######## uart_rx_fifo ########
### Cells by drive strength, uart_rx_fifo

Scale: 2 px per µm.
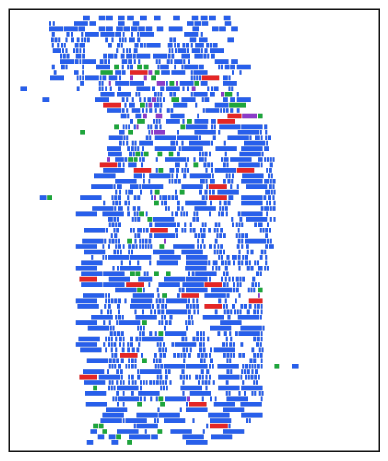

### src/rtl/uart_rx_fifo_pkg.sv
// uart_rx_fifo_pkg: shared UART width constants, sizing helpers and RTS state type
package uart_rx_fifo_pkg;

    localparam int UART_DATA_WIDTH = 8;
    localparam int UART_STAT_WIDTH = 8;

    typedef enum logic {RTS_ASSERTED, RTS_HOLD} rts_state_e;

    // Pointer carries one extra wrap bit so full and empty are distinguishable
    function automatic int ptr_w(input int depth);
        return $clog2(depth) + 1;
    endfunction

    // Each entry stores the data word plus its parity-error tag
    function automatic int entry_w(input int data_width);
        return data_width + 1;
    endfunction

endpackage

### src/rtl/uart_sat_counter.sv
// uart_sat_counter: saturating up-counter with synchronous clear and increment enable
module uart_sat_counter #(
    parameter int WIDTH = 8
) (
    input  logic             clk,
    input  logic             rst,
    input  logic             clr,
    input  logic             inc,
    output logic [WIDTH-1:0] count
);

    // Clear beats a coincident increment; counting stops at all-ones
    always_ff @(posedge clk)
        count <= (rst || clr) ? '0 : (inc && count != {WIDTH{1'b1}}) ? count + 1'b1 : count;

endmodule

### src/rtl/uart_rx_fifo.sv
// uart_rx_fifo: receive buffer with FWFT registered head, RTS hysteresis and saturating stats
module uart_rx_fifo
    import uart_rx_fifo_pkg::*;
#(
    parameter int DATA_WIDTH  = UART_DATA_WIDTH,
    parameter int DEPTH       = 16,
    parameter int RTS_HIGH    = 12,
    parameter int RTS_LOW     = 8,
    parameter int DROP_ERRORS = 0,
    parameter int STAT_WIDTH  = UART_STAT_WIDTH
) (
    input  logic                     clk,
    input  logic                     rst,
    input  logic [DATA_WIDTH-1:0]    rx_data,
    input  logic                     rx_ready,
    input  logic                     rx_error,
    output logic [DATA_WIDTH-1:0]    m_data,
    output logic                     m_error,
    output logic                     m_valid,
    input  logic                     m_ready,
    output logic [$clog2(DEPTH):0]   level,
    output logic                     rts_n,
    output logic                     overflow,
    output logic [STAT_WIDTH-1:0]    overflow_count,
    output logic [STAT_WIDTH-1:0]    error_count,
    input  logic                     clear_stats
);

    localparam int PW = ptr_w(DEPTH);
    localparam int EW = entry_w(DATA_WIDTH);
    localparam int AW = PW - 1;

    logic [EW-1:0] mem [DEPTH];
    logic [PW-1:0] wr_ptr, rd_ptr, rd_next;
    logic          full, empty, pop, accept, push, ovf_evt, err_evt;
    rts_state_e    rts_state;

    assign full    = (wr_ptr[AW] != rd_ptr[AW]) && (wr_ptr[AW-1:0] == rd_ptr[AW-1:0]);
    assign empty   = wr_ptr == rd_ptr;
    assign pop     = m_valid && m_ready;
    assign accept  = rx_ready && !(DROP_ERRORS != 0 && rx_error);
    assign push    = accept && (!full || pop);
    assign ovf_evt = accept && full && !pop;
    assign err_evt = rx_ready && rx_error;
    assign rd_next = rd_ptr + 1'b1;

    // Storage write; when full a same-cycle pop frees the slot being overwritten
    always_ff @(posedge clk)
        if (!rst && push) mem[wr_ptr[AW-1:0]] <= {rx_error, rx_data};

    // Pointers, level and the registered head stage; head mirrors mem[rd_ptr] when valid
    always_ff @(posedge clk) begin
        if (rst) begin
            wr_ptr  <= '0;
            rd_ptr  <= '0;
            level   <= '0;
            m_valid <= 1'b0;
            m_data  <= '0;
            m_error <= 1'b0;
        end else begin
            if (push) wr_ptr <= wr_ptr + 1'b1;
            level <= level + PW'(push) - PW'(pop);
            if (pop) begin
                rd_ptr  <= rd_next;
                m_valid <= rd_next != wr_ptr;
                if (rd_next != wr_ptr) {m_error, m_data} <= mem[rd_next[AW-1:0]];
            end else if (!m_valid && !empty) begin
                m_valid <= 1'b1;
                {m_error, m_data} <= mem[rd_ptr[AW-1:0]];
            end
        end
    end

    // RTS hysteresis: hold off at or above the high mark, release at or below the low mark
    always_ff @(posedge clk) begin
        if (rst) begin
            rts_state <= RTS_ASSERTED;
            rts_n     <= 1'b0;
        end else if (rts_state == RTS_ASSERTED && level >= PW'(RTS_HIGH)) begin
            rts_state <= RTS_HOLD;
            rts_n     <= 1'b1;
        end else if (rts_state == RTS_HOLD && level <= PW'(RTS_LOW)) begin
            rts_state <= RTS_ASSERTED;
            rts_n     <= 1'b0;
        end
    end

    // Sticky overflow flag; clear_stats wins over a coincident overflow
    always_ff @(posedge clk)
        overflow <= (rst || clear_stats) ? 1'b0 : (ovf_evt ? 1'b1 : overflow);

    uart_sat_counter #(.WIDTH(STAT_WIDTH)) u_ovf_cnt (
        .clk   (clk),
        .rst   (rst),
        .clr   (clear_stats),
        .inc   (ovf_evt),
        .count (overflow_count)
    );

    uart_sat_counter #(.WIDTH(STAT_WIDTH)) u_err_cnt (
        .clk   (clk),
        .rst   (rst),
        .clr   (clear_stats),
        .inc   (err_evt),
        .count (error_count)
    );

endmodule
### config.mk
export PLATFORM = sky130hd
export DESIGN_NAME = uart_rx_fifo
export DESIGN_NICKNAME = d
export VERILOG_FILES = /design/src/rtl/uart_rx_fifo_pkg.sv /design/src/rtl/uart_sat_counter.sv /design/src/rtl/uart_rx_fifo.sv
export SDC_FILE = /design/constraint.sdc
export NUM_CORES = 1
export LEC_CHECK = 0
export ABC_AREA = 1
export CORE_ASPECT_RATIO = 1.2
export CORE_MARGIN = 2
export CORE_UTILIZATION = 26
export DETAILED_ROUTE_END_ITERATION = 16
export SYNTH_ARGS = -nofsm -noshare
export SYNTH_HDL_FRONTEND = slang
export SYNTH_SLANG_ARGS = --single-unit
### constraint.sdc
create_clock -name clk -period 3.1 [get_ports clk]
set_input_delay 0.93 -clock clk [delete_from_list [all_inputs] [get_ports clk]]
set_output_delay 0.93 -clock clk [all_outputs]
set_load 0.05 [all_outputs]
######## seg_scan_display ########
`src/rtl/seg_scan_display.sv`:
```
// Time-multiplexed 7-segment display driver with a frame-synchronous load handshake.
// Optional leading-zero blanking is enabled by defining SEG_LZB_EN.
module seg_scan_display #(
    parameter int DIGITS   = 4,
    parameter int SCAN_DIV = 10000
) (
    input  logic                  sysclk,
    input  logic                  reset_n,
    input  logic [4*DIGITS-1:0]   data_in,
    input  logic [DIGITS-1:0]     dp_in,
    input  logic                  load,
    input  logic                  blank,
    output logic                  busy,
    output logic                  frame_done,
    output logic [DIGITS-1:0]     AN,
    output logic [7:0]            Cathodes
);

    localparam int PW = $clog2(SCAN_DIV);
    localparam int IW = (DIGITS > 1) ? $clog2(DIGITS) : 1;
    localparam logic [PW-1:0] PSC_LAST = PW'(SCAN_DIV - 1);
    localparam logic [IW-1:0] IDX_LAST = IW'(DIGITS - 1);

    logic [PW-1:0]       psc_q, psc_d;
    logic [IW-1:0]       idx_q, idx_d;
    logic [4*DIGITS-1:0] shadow_q, shadow_d;
    logic [DIGITS-1:0]   shadow_dp_q, shadow_dp_d;
    logic [4*DIGITS-1:0] pending_q, pending_d;
    logic [DIGITS-1:0]   pending_dp_q, pending_dp_d;
    logic                busy_q, busy_d;
    logic                frame_done_q, frame_done_d;
    logic [DIGITS-1:0]   an_q, an_d;
    logic [7:0]          cath_q, cath_d;

    logic                tick;
    logic                last_slot;
    logic [3:0]          cur_nib;
    logic                cur_dp;
    logic                cur_lz;
    logic [DIGITS-1:0]   onehot;
    logic [DIGITS-1:0]   lz;
    logic                lz_run;

    // Active-high segment pattern, bit 6 = a ... bit 0 = g.
    function automatic logic [6:0] seg7(input logic [3:0] n);
        case (n)
            4'h0: seg7 = 7'b1111110;
            4'h1: seg7 = 7'b0110000;
            4'h2: seg7 = 7'b1101101;
            4'h3: seg7 = 7'b1111001;
            4'h4: seg7 = 7'b0110011;
            4'h5: seg7 = 7'b1011011;
            4'h6: seg7 = 7'b1011111;
            4'h7: seg7 = 7'b1110000;
            4'h8: seg7 = 7'b1111111;
            4'h9: seg7 = 7'b1111011;
            4'hA: seg7 = 7'b1110111;
            4'hB: seg7 = 7'b0011111;
            4'hC: seg7 = 7'b1001110;
            4'hD: seg7 = 7'b0111101;
            4'hE: seg7 = 7'b1001111;
            default: seg7 = 7'b1000111;
        endcase
    endfunction

    assign tick      = (psc_q == PSC_LAST);
    assign last_slot = tick && (idx_q == IDX_LAST);

`ifdef SEG_LZB_EN
    // A digit is blank when it and every digit above it hold zero; digit 0 always shows.
    always_comb begin
        lz     = '0;
        lz_run = 1'b1;
        for (int k = DIGITS - 1; k >= 1; k--) begin
            lz_run = lz_run && (shadow_q[4*k +: 4] == 4'h0);
            lz[k]  = lz_run;
        end
    end
`else
    always_comb begin
        lz     = '0;
        lz_run = 1'b0;
    end
`endif

    always_comb begin
        cur_nib = 4'h0;
        cur_dp  = 1'b0;
        cur_lz  = 1'b0;
        onehot  = '0;
        for (int k = 0; k < DIGITS; k++) begin
            if (idx_q == IW'(k)) begin
                cur_nib   = shadow_q[4*k +: 4];
                cur_dp    = shadow_dp_q[k];
                cur_lz    = lz[k];
                onehot[k] = 1'b1;
            end
        end
    end

    always_comb begin
        psc_d        = tick ? '0 : psc_q + 1'b1;
        idx_d        = idx_q;
        an_d         = an_q;
        cath_d       = cath_q;
        frame_done_d = last_slot;
        shadow_d     = shadow_q;
        shadow_dp_d  = shadow_dp_q;
        pending_d    = pending_q;
        pending_dp_d = pending_dp_q;
        busy_d       = busy_q;

        if (tick) begin
            idx_d  = (idx_q == IDX_LAST) ? '0 : idx_q + 1'b1;
            an_d   = ~onehot;
            cath_d = {(cur_lz ? 7'h7F : ~seg7(cur_nib)), ~cur_dp};
        end
        if (blank) begin
            an_d = '1;
        end

        // Shadow takes the old pending value; a load on the same edge waits another frame.
        if (last_slot && busy_q) begin
            shadow_d    = pending_q;
            shadow_dp_d = pending_dp_q;
            busy_d      = 1'b0;
        end
        if (load) begin
            pending_d    = data_in;
            pending_dp_d = dp_in;
            busy_d       = 1'b1;
        end
    end

    always_ff @(posedge sysclk or negedge reset_n) begin
        if (!reset_n) begin
            psc_q        <= '0;
            idx_q        <= '0;
            shadow_q     <= '0;
            shadow_dp_q  <= '0;
            pending_q    <= '0;
            pending_dp_q <= '0;
            busy_q       <= 1'b0;
            frame_done_q <= 1'b0;
            an_q         <= '1;
            cath_q       <= 8'hFF;
        end else begin
            psc_q        <= psc_d;
            idx_q        <= idx_d;
            shadow_q     <= shadow_d;
            shadow_dp_q  <= shadow_dp_d;
            pending_q    <= pending_d;
            pending_dp_q <= pending_dp_d;
            busy_q       <= busy_d;
            frame_done_q <= frame_done_d;
            an_q         <= an_d;
            cath_q       <= cath_d;
        end
    end

    assign busy       = busy_q;
    assign frame_done = frame_done_q;
    assign AN         = an_q;
    assign Cathodes   = cath_q;

endmodule

```
`config.mk`:
```
export PLATFORM = sky130hd
export DESIGN_NAME = seg_scan_display
export DESIGN_NICKNAME = d
export VERILOG_FILES = /design/src/rtl/seg_scan_display.sv
export SDC_FILE = /design/constraint.sdc
export NUM_CORES = 1
export LEC_CHECK = 0
export CAP_MARGIN = 5
export CORE_MARGIN = 2
export CORE_UTILIZATION = 60
export CTS_CLUSTER_SIZE = 30
export DETAILED_ROUTE_END_ITERATION = 7
export GPL_ROUTABILITY_DRIVEN = 0
export PLACE_DENSITY = 0.81
export SKIP_LAST_GASP = 1
export SYNTH_ARGS = -nofsm -noshare
export SYNTH_HDL_FRONTEND = slang
export SYNTH_SLANG_ARGS = --single-unit
```
`constraint.sdc`:
```
create_clock -name sysclk -period 6 [get_ports sysclk]
set_clock_uncertainty 0.1 [all_clocks]
set_input_delay 1.5 -clock sysclk [delete_from_list [all_inputs] [get_ports sysclk]]
set_output_delay 1.5 -clock sysclk [all_outputs]
set_load 0.05 [all_outputs]
```
### Placement view, seg_scan_display

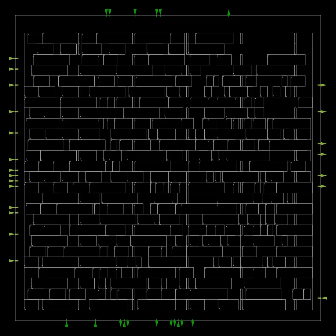
Seq cells: 70
Placeable Area: 5200 µm²

==> results.cfg, seg_scan_display <==
; generated from flow reports
[pwr]
clock_power_mw = 0.463
seqPwrFrac_pct = 49.4
cellInternalPower_mw = 0.799
ir_drop_mv = 0.198

[worst_setup_path]
crit_path_max_incr_delay_ps = 800
cp-end-kind = output port
rr_endpoint = shadow_q[2]$_DFFE_PN0P_

[drt]
drt-met1-wl_mm = 2.70
ant_nets = 0

[cts]
cts_sinks = 70
cts_buffers = 9

[logic_synthesis]
ys_cells = 269
yosysMostFrequentCell = dfrtp_1

[global_route]
use_met1_pct = 28.0
grt_pass1_wl_mm = 10.4

[final_layout]
fin_nets = 341

[placed_design]
dpl_worst_slack_ps = 2730

[run_status]
status = finished clean

[floorplan]
fp_util_pct = 63.1

[worst_hold_path]
holdPathStages = 1
-- seg_scan_display: cells by family after synthesis --
group | Yosys count | share of synthesized area [%]
xor+xnor | 13 | 3.47
simple gates | 64 | 10.4
buf+inv | 22 | 3.66
mux | 42 | 14.5
flops | 70 | 53.8
compound gates | 46 | 9.71
fa+ha+maj | 12 | 4.57
-- seg_scan_display: worst reg2reg max path, stage by stage (launching register included) --
cell     delay [ps]
dfrtp_1         370
ha_1            210
and3_1          250
and3_1          710
and3_1          900
mux2_1          420
-- seg_scan_display: metrics by stage --
step | std cells | hold WS (ps) | utilization [%] | power, mW | area (µm²)
after global placement | 364 | 348 | 70.3 | 0.542 | 3660
after CTS | 380 | 364 | 75.1 | 1.01 | 3910
after floorplan | 269 | 325 | - | 0.515 | 3290
final | 380 | 365 | 75.1 | 0.998 | 3910
after global routing | 380 | 406 | 75.1 | 1.03 | 3910
after detailed placement | 364 | 355 | 70.3 | 0.545 | 3660
-- seg_scan_display: area by class of cell --
type / instances / area share (%)
clock buffers: 11 / 3.62
clock inverters: 5 / 2.72
inverters: 9 / 0.865
multi-input cells: 177 / 35.8
flip-flops and latches: 70 / 45.2
well taps: 70 / 2.24
repair buffers: 38 / 9.54
### Placement view, uart_rx_fifo

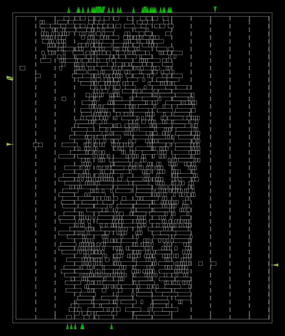
Seq cells: 191
row count: 79

### I/O pins on the die edge, uart_rx_fifo

Scale: 2 px per µm. Pins as bars across the die edge, other pins in gray.
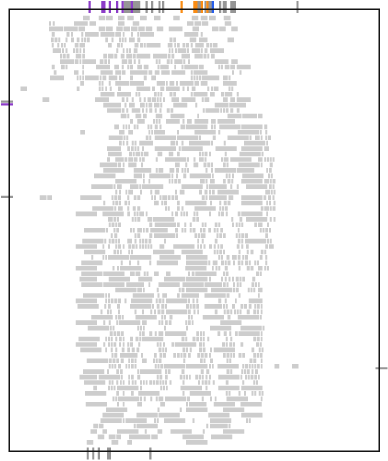
error_count -> purple  # pins 8, direction output, edge 7 north, 1 west
rts_n -> blue  # pins 1, direction output, edge north
level -> orange  # pins 5, direction output, edge north

Notes on 'Cells by drive strength' of uart_rx_fifo above:
drive 6 and up -> red  # cells 21, most used clkbuf_16
drive 1 or less -> blue  # cells 1215, most used nand2_1
drive 3 to 4 -> green  # cells 56, most used buf_4
drive 2 -> purple  # cells 21, most used inv_2

==> results.cfg, uart_rx_fifo <==
; generated from flow reports
[run_status]
status = finished clean

[worst_setup_path]
rr_startpoint = wr_ptr[2]$_SDFFE_PP0P_
cp-end-kind = flop
critical_path.top_delay_family = adder cells
arrival_ps = 3330
ff2ff_path_depth = 11
cp_max_fo = 3
endpoint = level[4]$_SDFF_PP0_
r2r_slack_ps = 550

[final_layout]
num-fill-cells = 4059
drive_gt1_share_pct = 7.46
areaGrowthSynthToFinish_pct = 17.5
layout_top_cells = 355 x nand2_1, 230 x nand3_1, 178 x inv_1
final_cells = 1839
final_area_um2 = 11900

[run]
openroad.warnings = 34

[pwr]
p_comb_mw = 1.92
seqPwrFrac_pct = 42.7
ir_drop_mv = 0.388
cellInternalPower_mw = 4.55
clock_power_mw = 2.02
p_sw_mw = 2.33

[drt]
drt-met1-wl_mm = 11.5
met2_length_mm = 15.6
wl_per_cell_um = 16.4
vias_per_cell = 4.75
drtIter0Drc = 885
wl_met3_mm = 1.45

[logic_synthesis]
synth-edff-count = 144
synthCells = 1244
ys_types = 37
synth_flops = 191
syn-mean-instance-area_um2 = 8.15
synth-main-ff-cell = edfxtp_1
ys_cells = 1244
yosys.area.top_type = edfxtp_1

[worst_hold_path]
min_path_type = flop to flop
holdPathStages = 2

[timing]
tns_ps = 0
max_slew_margin_pct = 51.7
slew_viol_final = 0
rsz0062_at_grt = false
finalWorstSetupSlack_ps = 159
min_period_ps = 2940
max_clock_freq_ghz = 0.340
fin_skew_ps = 12.4

[cts]
cts_tree = built
cts_setup_buffers = 0
cts_sinks = 191
h-tree-depth = 4

[global_route]
grt_most_used_layer = met2
grt_max_degree = 101
overflow = 0

[placed_design]
gp_congestion = 0.885
dpl_cell_area_um2 = 11400

[floorplan]
die_w_um = 184
[uart_rx_fifo: tightest hold or removal path: stages (launching register included)]
cell	delay, ps
dfxtp_1	320
nand2_1	60
a21oi_1	50
[uart_rx_fifo: area by class of cell]
cell class / count / area (µm²) / area share (%)
clock buffer: 23 / 490 / 4.12
clock inverter: 9 / 43.8 / 0.368
inverter: 188 / 707 / 5.94
multi-input combinational: 805 / 3870 / 32.5
sequential: 191 / 5270 / 44.3
tap: 526 / 658 / 5.53
timing repair buffer: 97 / 868 / 7.29
[uart_rx_fifo: registers in the layout, summed over array words and instances, names as in the netlist, named ones only]
signal / count
overflow: 1
rd_ptr: 5
mem: 144
u_ovf_cnt.count: 8
level: 5
wr_ptr: 5
m_valid: 1
m_data: 8
m_error: 1
rts_state: 1
u_err_cnt.count: 8
[uart_rx_fifo: cell families (layout without fill, tap and decap cells)]
kind of cell / after synthesis / in the layout / synth area share, %
fa+ha+maj: 17 / 17 / 2.17
xor+xnor: 14 / 14 / 1.28
simple gates: 683 / 683 / 29.5
compound gates: 91 / 91 / 5.25
flops: 191 / 191 / 52.0
buf+inv: 248 / 317 / 9.85

######## ippcsge_tx_gearbox ########
### Cells by drive strength, ippcsge_tx_gearbox

Scale: 6 px per µm.
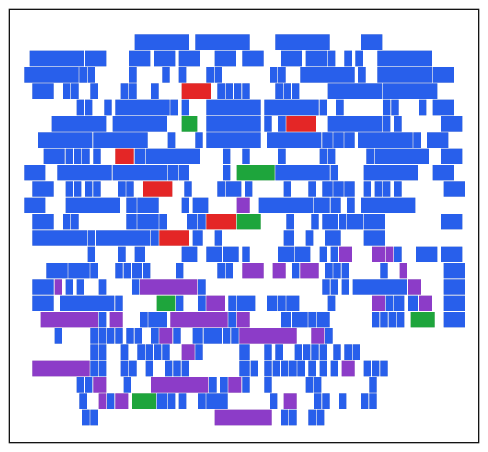

<file path="src/rtl/ippcsge_pkg.sv">
// Shared constants for the GE PCS transmit gearbox: test-pattern code groups,
// tpmode encodings and PRBS7 tap positions.
package ippcsge_pkg;

  localparam logic [9:0] K285_RDM = 10'b0011111010;
  localparam logic [9:0] K285_RDP = 10'b1100000101;
  localparam logic [9:0] SQR_WAVE = 10'b1111100000;

  localparam logic [1:0] TP_NORM  = 2'b00;
  localparam logic [1:0] TP_PRBS7 = 2'b01;
  localparam logic [1:0] TP_K285  = 2'b10;
  localparam logic [1:0] TP_SQR   = 2'b11;

  // x^7 + x^6 + 1: feedback from state bits 6 and 5
  localparam int unsigned PRBS7_TAP_A = 6;
  localparam int unsigned PRBS7_TAP_B = 5;

  function automatic logic [9:0] bitrev10(input logic [9:0] d);
    logic [9:0] r;
    r = '0;
    for (int i = 0; i < 10; i++) begin
      r[i] = d[9-i];
    end
    return r;
  endfunction

endpackage

</file>
<file path="src/rtl/ippcsge_prbs7_gen10.sv">
// PRBS7 (x^7+x^6+1) generator producing 10 bits per enabled cycle; earliest bit in data_o[0].
module ippcsge_prbs7_gen10
  import ippcsge_pkg::*;
#(
  parameter logic [6:0] PRBS_SEED = 7'h7F
) (
  input  logic       clk_i,
  input  logic       rst_i,
  input  logic       en_i,
  input  logic       load_i,
  input  logic [6:0] seed_i,
  output logic [9:0] data_o
);

  logic [6:0] state_q, state_d;
  logic [6:0] st;
  logic       fb;

  // A load seeds this cycle's output directly, so the first group uses the seed state.
  always_comb begin
    st     = load_i ? seed_i : state_q;
    fb     = 1'b0;
    data_o = '0;
    for (int i = 0; i < 10; i++) begin
      fb        = st[PRBS7_TAP_A] ^ st[PRBS7_TAP_B];
      data_o[i] = fb;
      st        = {st[5:0], fb};
    end
    state_d = en_i ? st : state_q;
  end

  always_ff @(posedge clk_i or posedge rst_i) begin
    if (rst_i) begin
      state_q <= PRBS_SEED;
    end else begin
      state_q <= state_d;
    end
  end

endmodule

</file>
<file path="src/rtl/ippcsge_tx_gearbox.sv">
// 10-to-20 bit transmit gearbox with built-in test pattern sources (PRBS7, K28.5, square wave).
module ippcsge_tx_gearbox
  import ippcsge_pkg::*;
#(
  parameter int unsigned BITREV    = 0,
  parameter logic [6:0]  PRBS_SEED = 7'h7F
) (
  input  logic        sclk125,
  input  logic        rst,
  input  logic [9:0]  txdi,
  input  logic [1:0]  tpmode,
  input  logic        align_req,
  output logic [19:0] txd20,
  output logic        txd20_vld,
  output logic        phase,
  output logic [1:0]  mode_act
);

  logic [19:0] txd20_q, txd20_d;
  logic        vld_q, vld_d;
  logic        phase_q, phase_d;
  logic [1:0]  mode_q, mode_sel;
  logic [9:0]  low_q, low_d;
  logic        rd_q, rd_d, rd_cur;
  logic        samp, entry;
  logic [9:0]  prbs_grp, src_grp, grp;

  // Mode only changes at a word boundary (or align), and the new mode drives that same group.
  assign samp     = ~phase_q | align_req;
  assign mode_sel = samp ? tpmode : mode_q;
  assign entry    = samp & (tpmode != mode_q);

  ippcsge_prbs7_gen10 #(
    .PRBS_SEED(PRBS_SEED)
  ) u_prbs (
    .clk_i (sclk125),
    .rst_i (rst),
    .en_i  (mode_sel == TP_PRBS7),
    .load_i(entry && (mode_sel == TP_PRBS7)),
    .seed_i(PRBS_SEED),
    .data_o(prbs_grp)
  );

  always_comb begin
    rd_cur = entry ? 1'b0 : rd_q;
    rd_d   = (mode_sel == TP_K285) ? ~rd_cur : rd_q;
    src_grp = txdi;
    unique case (mode_sel)
      TP_NORM:  src_grp = txdi;
      TP_PRBS7: src_grp = prbs_grp;
      TP_K285:  src_grp = rd_cur ? K285_RDP : K285_RDM;
      TP_SQR:   src_grp = SQR_WAVE;
      default:  src_grp = txdi;
    endcase
    grp = (BITREV != 0) ? bitrev10(src_grp) : src_grp;
  end

  always_comb begin
    txd20_d = txd20_q;
    vld_d   = 1'b0;
    phase_d = ~phase_q;
    low_d   = low_q;
    if (align_req) begin
      phase_d = 1'b0;
      low_d   = '0;
    end else if (!phase_q) begin
      low_d = grp;
    end else begin
      txd20_d = {grp, low_q};
      vld_d   = 1'b1;
    end
  end

  always_ff @(posedge sclk125 or posedge rst) begin
    if (rst) begin
      txd20_q <= '0;
      vld_q   <= 1'b0;
      phase_q <= 1'b0;
      mode_q  <= TP_NORM;
      low_q   <= '0;
      rd_q    <= 1'b0;
    end else begin
      txd20_q <= txd20_d;
      vld_q   <= vld_d;
      phase_q <= phase_d;
      mode_q  <= mode_sel;
      low_q   <= low_d;
      rd_q    <= rd_d;
    end
  end

  assign txd20     = txd20_q;
  assign txd20_vld = vld_q;
  assign phase     = phase_q;
  assign mode_act  = mode_q;

endmodule

</file>
<file path="config.mk">
export PLATFORM = sky130hd
export DESIGN_NAME = ippcsge_tx_gearbox
export DESIGN_NICKNAME = d
export VERILOG_FILES = /design/src/rtl/ippcsge_pkg.sv /design/src/rtl/ippcsge_prbs7_gen10.sv /design/src/rtl/ippcsge_tx_gearbox.sv
export SDC_FILE = /design/constraint.sdc
export NUM_CORES = 1
export LEC_CHECK = 0
export ABC_AREA = 1
export CORE_AREA = 2 2 76 70
export CTS_CLUSTER_DIAMETER = 120
export DETAILED_ROUTE_END_ITERATION = 16
export DIE_AREA = 0 0 78 72
export GPL_TIMING_DRIVEN = 0
export PLACE_DENSITY_LB_ADDON = 0.08
export REMOVE_ABC_BUFFERS = 1
export SKIP_CTS_REPAIR_TIMING = 1
export SLEW_MARGIN = 5
export SYNTH_ARGS = -nofsm -noshare
export SYNTH_HDL_FRONTEND = slang
export SYNTH_HIERARCHICAL = 1
export SYNTH_SLANG_ARGS = --single-unit
</file>
<file path="constraint.sdc">
create_clock -name sclk125 -period 4.1 [get_ports sclk125]
set_input_delay 0.41 -clock sclk125 [delete_from_list [all_inputs] [get_ports sclk125]]
set_output_delay 0.41 -clock sclk125 [all_outputs]
set_load 0.005 [all_outputs]
</file>
######## hicore_icb_rr_arbt_flat ########
`config.mk`:
```
export PLATFORM = sky130hd
export DESIGN_NAME = hicore_icb_rr_arbt_flat
export DESIGN_NICKNAME = d
export VERILOG_FILES = /design/src/rtl/hicore_icb_pkg.sv /design/src/rtl/hicore_icb_rr_arbt_if.sv /design/src/rtl/hicore_rspid_fifo.sv /design/src/rtl/hicore_icb_rr_arbt.sv /design/src/flat_wrapper.sv
export SDC_FILE = /design/constraint.sdc
export NUM_CORES = 1
export LEC_CHECK = 0
export ABC_CLOCK_PERIOD_IN_PS = 2510
export CORE_AREA = 2 2 209 211
export CTS_CLUSTER_DIAMETER = 30
export DETAILED_ROUTE_END_ITERATION = 16
export DIE_AREA = 0 0 211 213
export PLACE_DENSITY_LB_ADDON = 0.08
export SETUP_SLACK_MARGIN = 0.5
export SLEW_MARGIN = 20
export SYNTH_ARGS = -nofsm -noshare
export SYNTH_HDL_FRONTEND = slang
export SYNTH_SLANG_ARGS = --single-unit
```
`constraint.sdc`:
```
create_clock -name clk -period 2.51 [get_ports clk]
set_input_delay 0.3765 -clock clk [delete_from_list [all_inputs] [get_ports clk]]
set_output_delay 0.3765 -clock clk [all_outputs]
set_load 0.05 [all_outputs]
```
`src/rtl/hicore_icb_pkg.sv`:
```
// Shared ICB constants, a constant-foldable clog2 and the arbiter state encoding.
// Pure declarations: no logic, no latency, no backpressure.
package hicore_icb_pkg;

  localparam int ICB_AW = 32;
  localparam int ICB_DW = 32;

  function automatic int clog2(input int n);
    int r;
    r = 0;
    for (int i = 0; i < 31; i++) begin
      if ((1 << i) < n) r = i + 1;
    end
    return r;
  endfunction

  typedef enum logic [0:0] {
    ARBT_IDLE = 1'b0,
    ARBT_HOLD = 1'b1
  } arbt_state_e;

endpackage

```
`src/rtl/hicore_icb_rr_arbt_if.sv`:
```
// ICB bundle for NUM ports packed side by side; master issues commands, slave returns responses.
// Wires only: zero latency, backpressure carried by the cmd/rsp ready signals.
interface hicore_icb_rr_arbt_if #(
  parameter int NUM = 1,
  parameter int AW  = 32,
  parameter int DW  = 32
);
  logic [NUM-1:0]        cmd_valid;
  logic [NUM-1:0]        cmd_ready;
  logic [NUM-1:0]        cmd_read;
  logic [NUM*AW-1:0]     cmd_addr;
  logic [NUM*DW-1:0]     cmd_wdata;
  logic [NUM*DW/8-1:0]   cmd_wmask;
  logic [NUM-1:0]        rsp_valid;
  logic [NUM-1:0]        rsp_ready;
  logic [NUM-1:0]        rsp_err;
  logic [NUM*DW-1:0]     rsp_rdata;

  modport master (
    output cmd_valid, cmd_read, cmd_addr, cmd_wdata, cmd_wmask, rsp_ready,
    input  cmd_ready, rsp_valid, rsp_err, rsp_rdata
  );

  modport slave (
    input  cmd_valid, cmd_read, cmd_addr, cmd_wdata, cmd_wmask, rsp_ready,
    output cmd_ready, rsp_valid, rsp_err, rsp_rdata
  );
endinterface

```
`src/rtl/hicore_rspid_fifo.sv`:
```
// Small synchronous FIFO holding issuing-port IDs; write visible at the read side one cycle later.
// No full bypass: a write is refused while full even if a read happens in the same cycle.
module hicore_rspid_fifo
  import hicore_icb_pkg::*;
#(
  parameter int DW = 2,
  parameter int DP = 2
) (
  input  logic          clk,
  input  logic          rst_n,
  input  logic          wr_vld,
  output logic          wr_rdy,
  input  logic [DW-1:0] wr_dat,
  output logic          rd_vld,
  input  logic          rd_rdy,
  output logic [DW-1:0] rd_dat,
  output logic          full,
  output logic          empty
);
  localparam int PW = (DP > 1) ? clog2(DP) : 1;
  localparam int CW = clog2(DP + 1);

  logic [DW-1:0] mem [DP];
  logic [PW-1:0] wptr;
  logic [PW-1:0] rptr;
  logic [CW-1:0] cnt;
  logic          push;
  logic          pop;

  assign full   = (cnt == CW'(DP));
  assign empty  = (cnt == '0);
  assign wr_rdy = ~full;
  assign rd_vld = ~empty;
  assign rd_dat = mem[rptr];
  assign push   = wr_vld & wr_rdy;
  assign pop    = rd_rdy & rd_vld;

  function automatic logic [PW-1:0] ptr_inc(input logic [PW-1:0] p);
    return (p == PW'(DP - 1)) ? '0 : p + PW'(1);
  endfunction

  always_ff @(posedge clk) begin
    if (push) mem[wptr] <= wr_dat;
  end

  always_ff @(posedge clk) begin
    if (!rst_n) begin
      wptr <= '0;
      rptr <= '0;
      cnt  <= '0;
    end else begin
      if (push) wptr <= ptr_inc(wptr);
      if (pop)  rptr <= ptr_inc(rptr);
      if (push && !pop)      cnt <= cnt + CW'(1);
      else if (pop && !push) cnt <= cnt - CW'(1);
    end
  end
endmodule

```
`src/rtl/hicore_icb_rr_arbt.sv`:
```
// Round-robin N:1 ICB arbiter; zero-cycle command path, grant locked from first offer until handshake.
// Commands stall when OUTS_NUM are outstanding; responses return in order to the issuing port.
module hicore_icb_rr_arbt
  import hicore_icb_pkg::*;
#(
  parameter int AW         = ICB_AW,
  parameter int DW         = ICB_DW,
  parameter int ARBT_NUM   = 4,
  parameter int ARBT_PTR_W = 2,
  parameter int OUTS_NUM   = 2
) (
  input  logic                 clk,
  input  logic                 rst_n,
  hicore_icb_rr_arbt_if.slave  i_bus,
  hicore_icb_rr_arbt_if.master o_icb
);
  arbt_state_e            state;
  logic [ARBT_PTR_W-1:0]  rr_ptr;
  logic [ARBT_PTR_W-1:0]  lock_id;
  logic [ARBT_PTR_W-1:0]  rr_grant;
  logic [ARBT_PTR_W-1:0]  grant;
  logic [ARBT_PTR_W-1:0]  idx;
  logic [ARBT_PTR_W-1:0]  head;
  logic                   found;
  logic                   fifo_full;
  logic                   fifo_empty;
  logic                   fifo_wr_rdy;
  logic                   fifo_rd_vld;
  logic                   cmd_room;
  logic                   head_vld;
  logic                   cmd_hs;
  logic                   rsp_pop;
  logic [ARBT_NUM-1:0]    cmd_rdy_vec;
  logic [ARBT_NUM-1:0]    rsp_vld_vec;

  logic [AW-1:0]          addr_a  [ARBT_NUM];
  logic [DW-1:0]          wdata_a [ARBT_NUM];
  logic [DW/8-1:0]        wmask_a [ARBT_NUM];

  for (genvar k = 0; k < ARBT_NUM; k++) begin : g_unpack
    assign addr_a[k]  = i_bus.cmd_addr[k*AW +: AW];
    assign wdata_a[k] = i_bus.cmd_wdata[k*DW +: DW];
    assign wmask_a[k] = i_bus.cmd_wmask[k*(DW/8) +: (DW/8)];
  end

  // First valid requester at or after rr_ptr, wrapping modulo ARBT_NUM.
  always_comb begin
    rr_grant = rr_ptr;
    found    = 1'b0;
    idx      = '0;
    for (int i = 0; i < ARBT_NUM; i++) begin
      idx = ARBT_PTR_W'((int'(rr_ptr) + i) % ARBT_NUM);
      if (!found && i_bus.cmd_valid[idx]) begin
        rr_grant = idx;
        found    = 1'b1;
      end
    end
  end

  assign grant    = (state == ARBT_HOLD) ? lock_id : rr_grant;
  assign cmd_room = fifo_wr_rdy & ~fifo_full;
  assign head_vld = fifo_rd_vld & ~fifo_empty;

  assign o_icb.cmd_valid = rst_n & i_bus.cmd_valid[grant] & cmd_room;
  assign o_icb.cmd_read  = i_bus.cmd_read[grant];
  assign o_icb.cmd_addr  = addr_a[grant];
  assign o_icb.cmd_wdata = wdata_a[grant];
  assign o_icb.cmd_wmask = wmask_a[grant];
  assign cmd_hs          = o_icb.cmd_valid & o_icb.cmd_ready;

  assign o_icb.rsp_ready = rst_n & head_vld & i_bus.rsp_ready[head];
  assign rsp_pop         = o_icb.rsp_valid & o_icb.rsp_ready;

  always_comb begin
    cmd_rdy_vec = '0;
    rsp_vld_vec = '0;
    for (int k = 0; k < ARBT_NUM; k++) begin
      cmd_rdy_vec[k] = rst_n & (grant == ARBT_PTR_W'(k)) & o_icb.cmd_ready & cmd_room;
      rsp_vld_vec[k] = rst_n & (head == ARBT_PTR_W'(k)) & o_icb.rsp_valid & head_vld;
    end
  end

  assign i_bus.cmd_ready = cmd_rdy_vec;
  assign i_bus.rsp_valid = rsp_vld_vec;
  assign i_bus.rsp_err   = {ARBT_NUM{o_icb.rsp_err}};
  assign i_bus.rsp_rdata = {ARBT_NUM{o_icb.rsp_rdata}};

  always_ff @(posedge clk) begin
    if (!rst_n) begin
      state   <= ARBT_IDLE;
      lock_id <= '0;
      rr_ptr  <= '0;
    end else begin
      case (state)
        ARBT_IDLE: begin
          if (o_icb.cmd_valid && !o_icb.cmd_ready) begin
            state   <= ARBT_HOLD;
            lock_id <= grant;
          end
        end
        ARBT_HOLD: begin
          if (cmd_hs) state <= ARBT_IDLE;
        end
        default: state <= ARBT_IDLE;
      endcase
      if (cmd_hs) begin
        rr_ptr <= (grant == ARBT_PTR_W'(ARBT_NUM - 1)) ? '0 : grant + ARBT_PTR_W'(1);
      end
    end
  end

  hicore_rspid_fifo #(
    .DW (ARBT_PTR_W),
    .DP (OUTS_NUM)
  ) u_rspid_fifo (
    .clk    (clk),
    .rst_n  (rst_n),
    .wr_vld (cmd_hs),
    .wr_rdy (fifo_wr_rdy),
    .wr_dat (grant),
    .rd_vld (fifo_rd_vld),
    .rd_rdy (rsp_pop),
    .rd_dat (head),
    .full   (fifo_full),
    .empty  (fifo_empty)
  );
endmodule

```
`src/flat_wrapper.sv`:
```
// flat-port wrapper written by rule: the top's interface ports become plain ports
module hicore_icb_rr_arbt_flat import hicore_icb_pkg::*;
#(
  parameter int AW         = ICB_AW,
  parameter int DW         = ICB_DW,
  parameter int ARBT_NUM   = 4,
  parameter int ARBT_PTR_W = 2,
  parameter int OUTS_NUM   = 2
)
  (clk, rst_n, i_bus_cmd_valid, i_bus_cmd_read, i_bus_cmd_addr, i_bus_cmd_wdata, i_bus_cmd_wmask, i_bus_rsp_ready, i_bus_cmd_ready, i_bus_rsp_valid, i_bus_rsp_err, i_bus_rsp_rdata, o_icb_cmd_valid, o_icb_cmd_read, o_icb_cmd_addr, o_icb_cmd_wdata, o_icb_cmd_wmask, o_icb_rsp_ready, o_icb_cmd_ready, o_icb_rsp_valid, o_icb_rsp_err, o_icb_rsp_rdata);
  hicore_icb_rr_arbt_if #(.NUM((4)), .AW(AW), .DW(DW)) i_bus_i ();
  hicore_icb_rr_arbt_if #(.NUM(1), .AW(AW), .DW(DW)) o_icb_i ();
  input  logic clk;
  input  logic rst_n;
  input wire logic [$bits(i_bus_i.cmd_valid)-1:0] i_bus_cmd_valid;
  input wire logic [$bits(i_bus_i.cmd_read)-1:0] i_bus_cmd_read;
  input wire logic [$bits(i_bus_i.cmd_addr)-1:0] i_bus_cmd_addr;
  input wire logic [$bits(i_bus_i.cmd_wdata)-1:0] i_bus_cmd_wdata;
  input wire logic [$bits(i_bus_i.cmd_wmask)-1:0] i_bus_cmd_wmask;
  input wire logic [$bits(i_bus_i.rsp_ready)-1:0] i_bus_rsp_ready;
  output wire logic [$bits(i_bus_i.cmd_ready)-1:0] i_bus_cmd_ready;
  output wire logic [$bits(i_bus_i.rsp_valid)-1:0] i_bus_rsp_valid;
  output wire logic [$bits(i_bus_i.rsp_err)-1:0] i_bus_rsp_err;
  output wire logic [$bits(i_bus_i.rsp_rdata)-1:0] i_bus_rsp_rdata;
  output wire logic [$bits(o_icb_i.cmd_valid)-1:0] o_icb_cmd_valid;
  output wire logic [$bits(o_icb_i.cmd_read)-1:0] o_icb_cmd_read;
  output wire logic [$bits(o_icb_i.cmd_addr)-1:0] o_icb_cmd_addr;
  output wire logic [$bits(o_icb_i.cmd_wdata)-1:0] o_icb_cmd_wdata;
  output wire logic [$bits(o_icb_i.cmd_wmask)-1:0] o_icb_cmd_wmask;
  output wire logic [$bits(o_icb_i.rsp_ready)-1:0] o_icb_rsp_ready;
  input wire logic [$bits(o_icb_i.cmd_ready)-1:0] o_icb_cmd_ready;
  input wire logic [$bits(o_icb_i.rsp_valid)-1:0] o_icb_rsp_valid;
  input wire logic [$bits(o_icb_i.rsp_err)-1:0] o_icb_rsp_err;
  input wire logic [$bits(o_icb_i.rsp_rdata)-1:0] o_icb_rsp_rdata;
  assign i_bus_i.cmd_valid = i_bus_cmd_valid;
  assign i_bus_i.cmd_read = i_bus_cmd_read;
  assign i_bus_i.cmd_addr = i_bus_cmd_addr;
  assign i_bus_i.cmd_wdata = i_bus_cmd_wdata;
  assign i_bus_i.cmd_wmask = i_bus_cmd_wmask;
  assign i_bus_i.rsp_ready = i_bus_rsp_ready;
  assign i_bus_cmd_ready = i_bus_i.cmd_ready;
  assign i_bus_rsp_valid = i_bus_i.rsp_valid;
  assign i_bus_rsp_err = i_bus_i.rsp_err;
  assign i_bus_rsp_rdata = i_bus_i.rsp_rdata;
  assign o_icb_cmd_valid = o_icb_i.cmd_valid;
  assign o_icb_cmd_read = o_icb_i.cmd_read;
  assign o_icb_cmd_addr = o_icb_i.cmd_addr;
  assign o_icb_cmd_wdata = o_icb_i.cmd_wdata;
  assign o_icb_cmd_wmask = o_icb_i.cmd_wmask;
  assign o_icb_rsp_ready = o_icb_i.rsp_ready;
  assign o_icb_i.cmd_ready = o_icb_cmd_ready;
  assign o_icb_i.rsp_valid = o_icb_rsp_valid;
  assign o_icb_i.rsp_err = o_icb_rsp_err;
  assign o_icb_i.rsp_rdata = o_icb_rsp_rdata;
  hicore_icb_rr_arbt #(.AW(AW), .DW(DW), .ARBT_NUM(ARBT_NUM), .ARBT_PTR_W(ARBT_PTR_W), .OUTS_NUM(OUTS_NUM)) u_core (.clk(clk), .rst_n(rst_n), .i_bus(i_bus_i), .o_icb(o_icb_i));
endmodule
```
### Placement view, hicore_icb_rr_arbt_flat

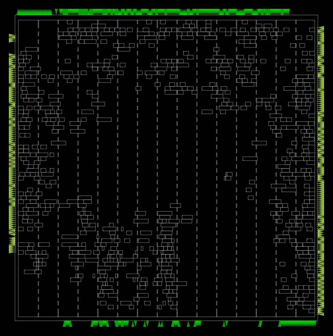
Tapcells: 546
sequential portion of the cell area: 3.92%
Fill cells: 4614

### Metal layers overlaid, hicore_icb_rr_arbt_flat

Scale: 2 px per µm. Two of the layers only.
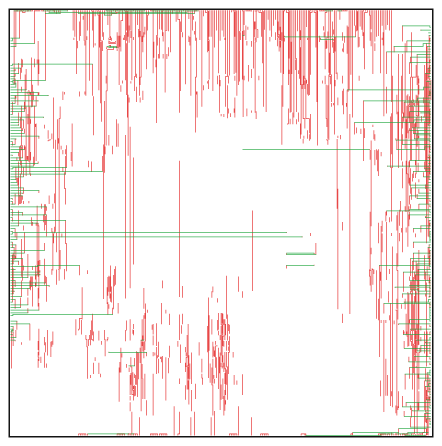
met3 -> green  # wire length 2630 µm
met2 -> red  # wire length 11900 µm

==> results.cfg, hicore_icb_rr_arbt_flat <==
; generated from flow reports
[drt]
vias_per_cell = 3.27

[final_layout]
mostFrequentLayoutCell = clkdlybuf4s50_1
final_util_pct = 19.7

[worst_hold_path]
holdPathStages = 2
hold_start = u_core.lock_id[1]$_SDFFE_PN0P_

[cts]
cts_setup_buffers = 19
clock-root-buffer = clkbuf_16
cts_resized = 166
h-tree-depth = 1

[worst_setup_path]
cp-end-kind = output port
arrival_ps = 2410

[logic_synthesis]
synth_seq_share_pct = 8.91
top_logic_kind = multiplexers

[timing]
setup_viol = 73
finalWorstSetupSlack_ps = -279

[pwr]
top_power_group = combinational logic

[run_status]
status = finished with violations
violations = negative setup slack

[floorplan]
die_h_um = 213
[hicore_icb_rr_arbt_flat: area by class of cell]
| cell class | instances | share of cell area, % |
|---|---|---|
| diodes | 2 | 0.0596 |
| clock buffers | 3 | 0.895 |
| clock inverters | 1 | 0.0447 |
| inverters | 7 | 0.403 |
| multi-input cells | 148 | 28.3 |
| flip-flops and latches | 14 | 3.92 |
| well taps | 546 | 8.14 |
| repair buffers | 437 | 58.3 |
[hicore_icb_rr_arbt_flat: cells by family after synthesis]
family,Yosys count
buffers and inverters,155
XOR/XNOR,3
multiplexers,78
flip-flops,14
adder cells (fa/ha/maj),5
AND-OR/OR-AND,17
AND/OR/NAND/NOR,45
[hicore_icb_rr_arbt_flat: synth_stat cells, types with 2 or more instances]
cell,instances
buf_4,132
mux4_2,70
dfxtp_1,10
nand2_1,10
buf_6,9
nor2_1,8
inv_1,7
mux2i_1,7
and3_1,5
ha_1,5
clkbuf_1,4
edfxtp_1,4
nand2b_1,4
a21oi_1,3
buf_2,3
xor2_1,3
nor2b_1,2
o211a_1,2
o21a_1,2
o21ai_0,2
or2b_1,2
### Port wiring, ippcsge_tx_gearbox

Scale: 4 px per µm.
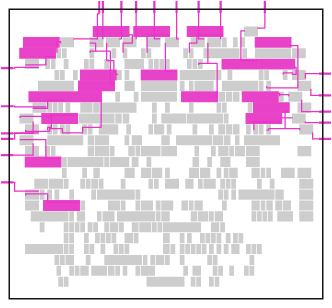
txd20 -> magenta  # bits 20, direction output, end cells 20, buffers 20, wire 404 µm

## Picture notes: 'Cells by drive strength' of ippcsge_tx_gearbox
drive 6 and up -> red  # cells 6, most used clkbuf_8
drive 1 or less -> blue  # cells 315, most used nand2_1
drive 2 -> purple  # cells 31, most used nand2_2
drive 3 to 4 -> green  # cells 6, most used nand2_4

==> results.cfg, ippcsge_tx_gearbox <==
; generated from flow reports
[worst_setup_path]
cp_slowest_cell = nor3_2
cp_max_fo = 26

[pwr]
cellInternalPower_mw = 0.905

[run_status]
status = finished clean

[global_route]
grt_max_degree = 36
groute.usage.overall_pct = 20.4
antenna_found_initial = 0
grt_pass1_wl_mm = 9.00

[worst_hold_path]
holdPathEnd = txd20[7]$_DFFE_PP0N_

[drt]
met2_length_mm = 2.15
top_layer_used = met4

[logic_synthesis]
synth_seq_share_pct = 46.3
ys_warn_count = 6
top_logic_kind = simple AND/OR/NAND/NOR gates
ys_types = 26

[final_layout]
bufAreaShareNonClock_pct = 13.5
num-fill-cells = 459
fin_nets = 372
n_all_buffers = 38

[cts]
clk_pin_slew_worst_paths_ps = 90

[timing]
finalWorstSetupSlack_ps = 589
max_slew_margin_pct = 38.8

[placed_design]
detailed_place_hpwl_mm = 3.59

[run]
openroad.warnings = 25

[floorplan]
ios = 39
-- ippcsge_tx_gearbox: logic make-up (layout without fill, tap and decap cells) --
family / after synthesis / count (layout)
DFF: 42 / 42
xor gates and xnor gates: 3 / 3
and+or+nand+nor: 220 / 220
other: 1 / 12
buffers and inverters: 38 / 74
AOI/OAI and AO/OA: 7 / 7
-- ippcsge_tx_gearbox: how the worst max path moves through the flow --
stage                            endpoint       startpoint  slack, ps  cells past startpoint
floorplan            low_q[6]$_DFFE_PP0P_  phase$_DFF_PP0_       1040                     15
global placement     low_q[6]$_DFFE_PP0P_        align_req       -350                     17
detailed placement   low_q[6]$_DFFE_PP0P_        align_req        240                     17
CTS                 txd20[16]$_DFFE_PP0N_        align_req        540                     17
global route        txd20[16]$_DFFE_PP0N_        align_req        140                     17
finish              txd20[16]$_DFFE_PP0N_        align_req        590                     17
-- ippcsge_tx_gearbox: registers in the layout, summed over array words and instances, names as in the netlist --
register        flops
mode_act            2
txd20              20
txd20_vld           1
rd_q                1
low_q              10
phase               1
u_prbs/state_q      7


==> screenshots <==
I/O pins on the die edge.
panel A
Scale: 6 px per µm. Pins as bars across the die edge, other pins in gray.
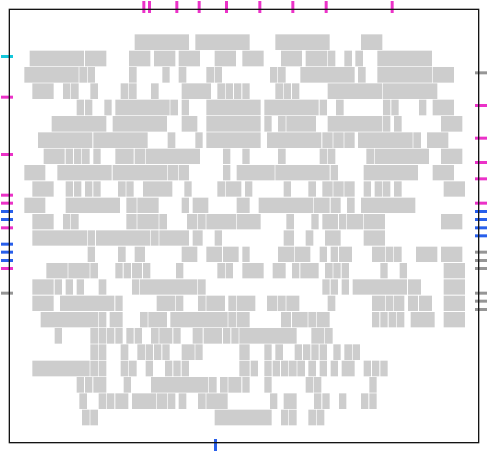
panel B
Scale: 2 px per µm. Pins as bars across the die edge, other pins in gray.
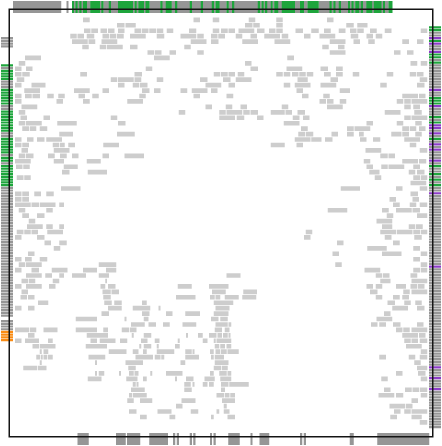
panel C
Scale: 6 px per µm. Pins as bars across the die edge, other pins in gray.
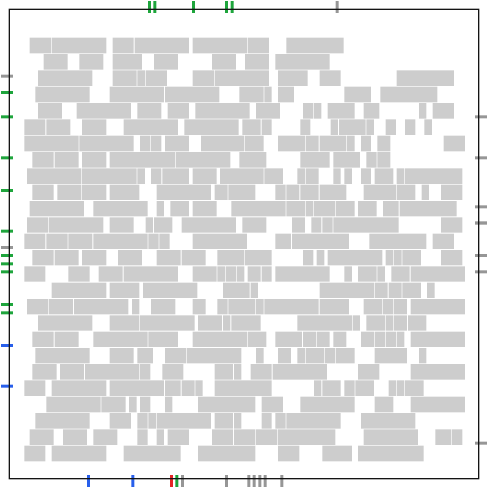
- largest die: panel B
- most pins: panel B
| from | picture |
|---|---|
| ippcsge_tx_gearbox | panel A |
| seg_scan_display | panel C |
| hicore_icb_rr_arbt_flat | panel B |

Power is estimated from default activity; no workload was simulated.
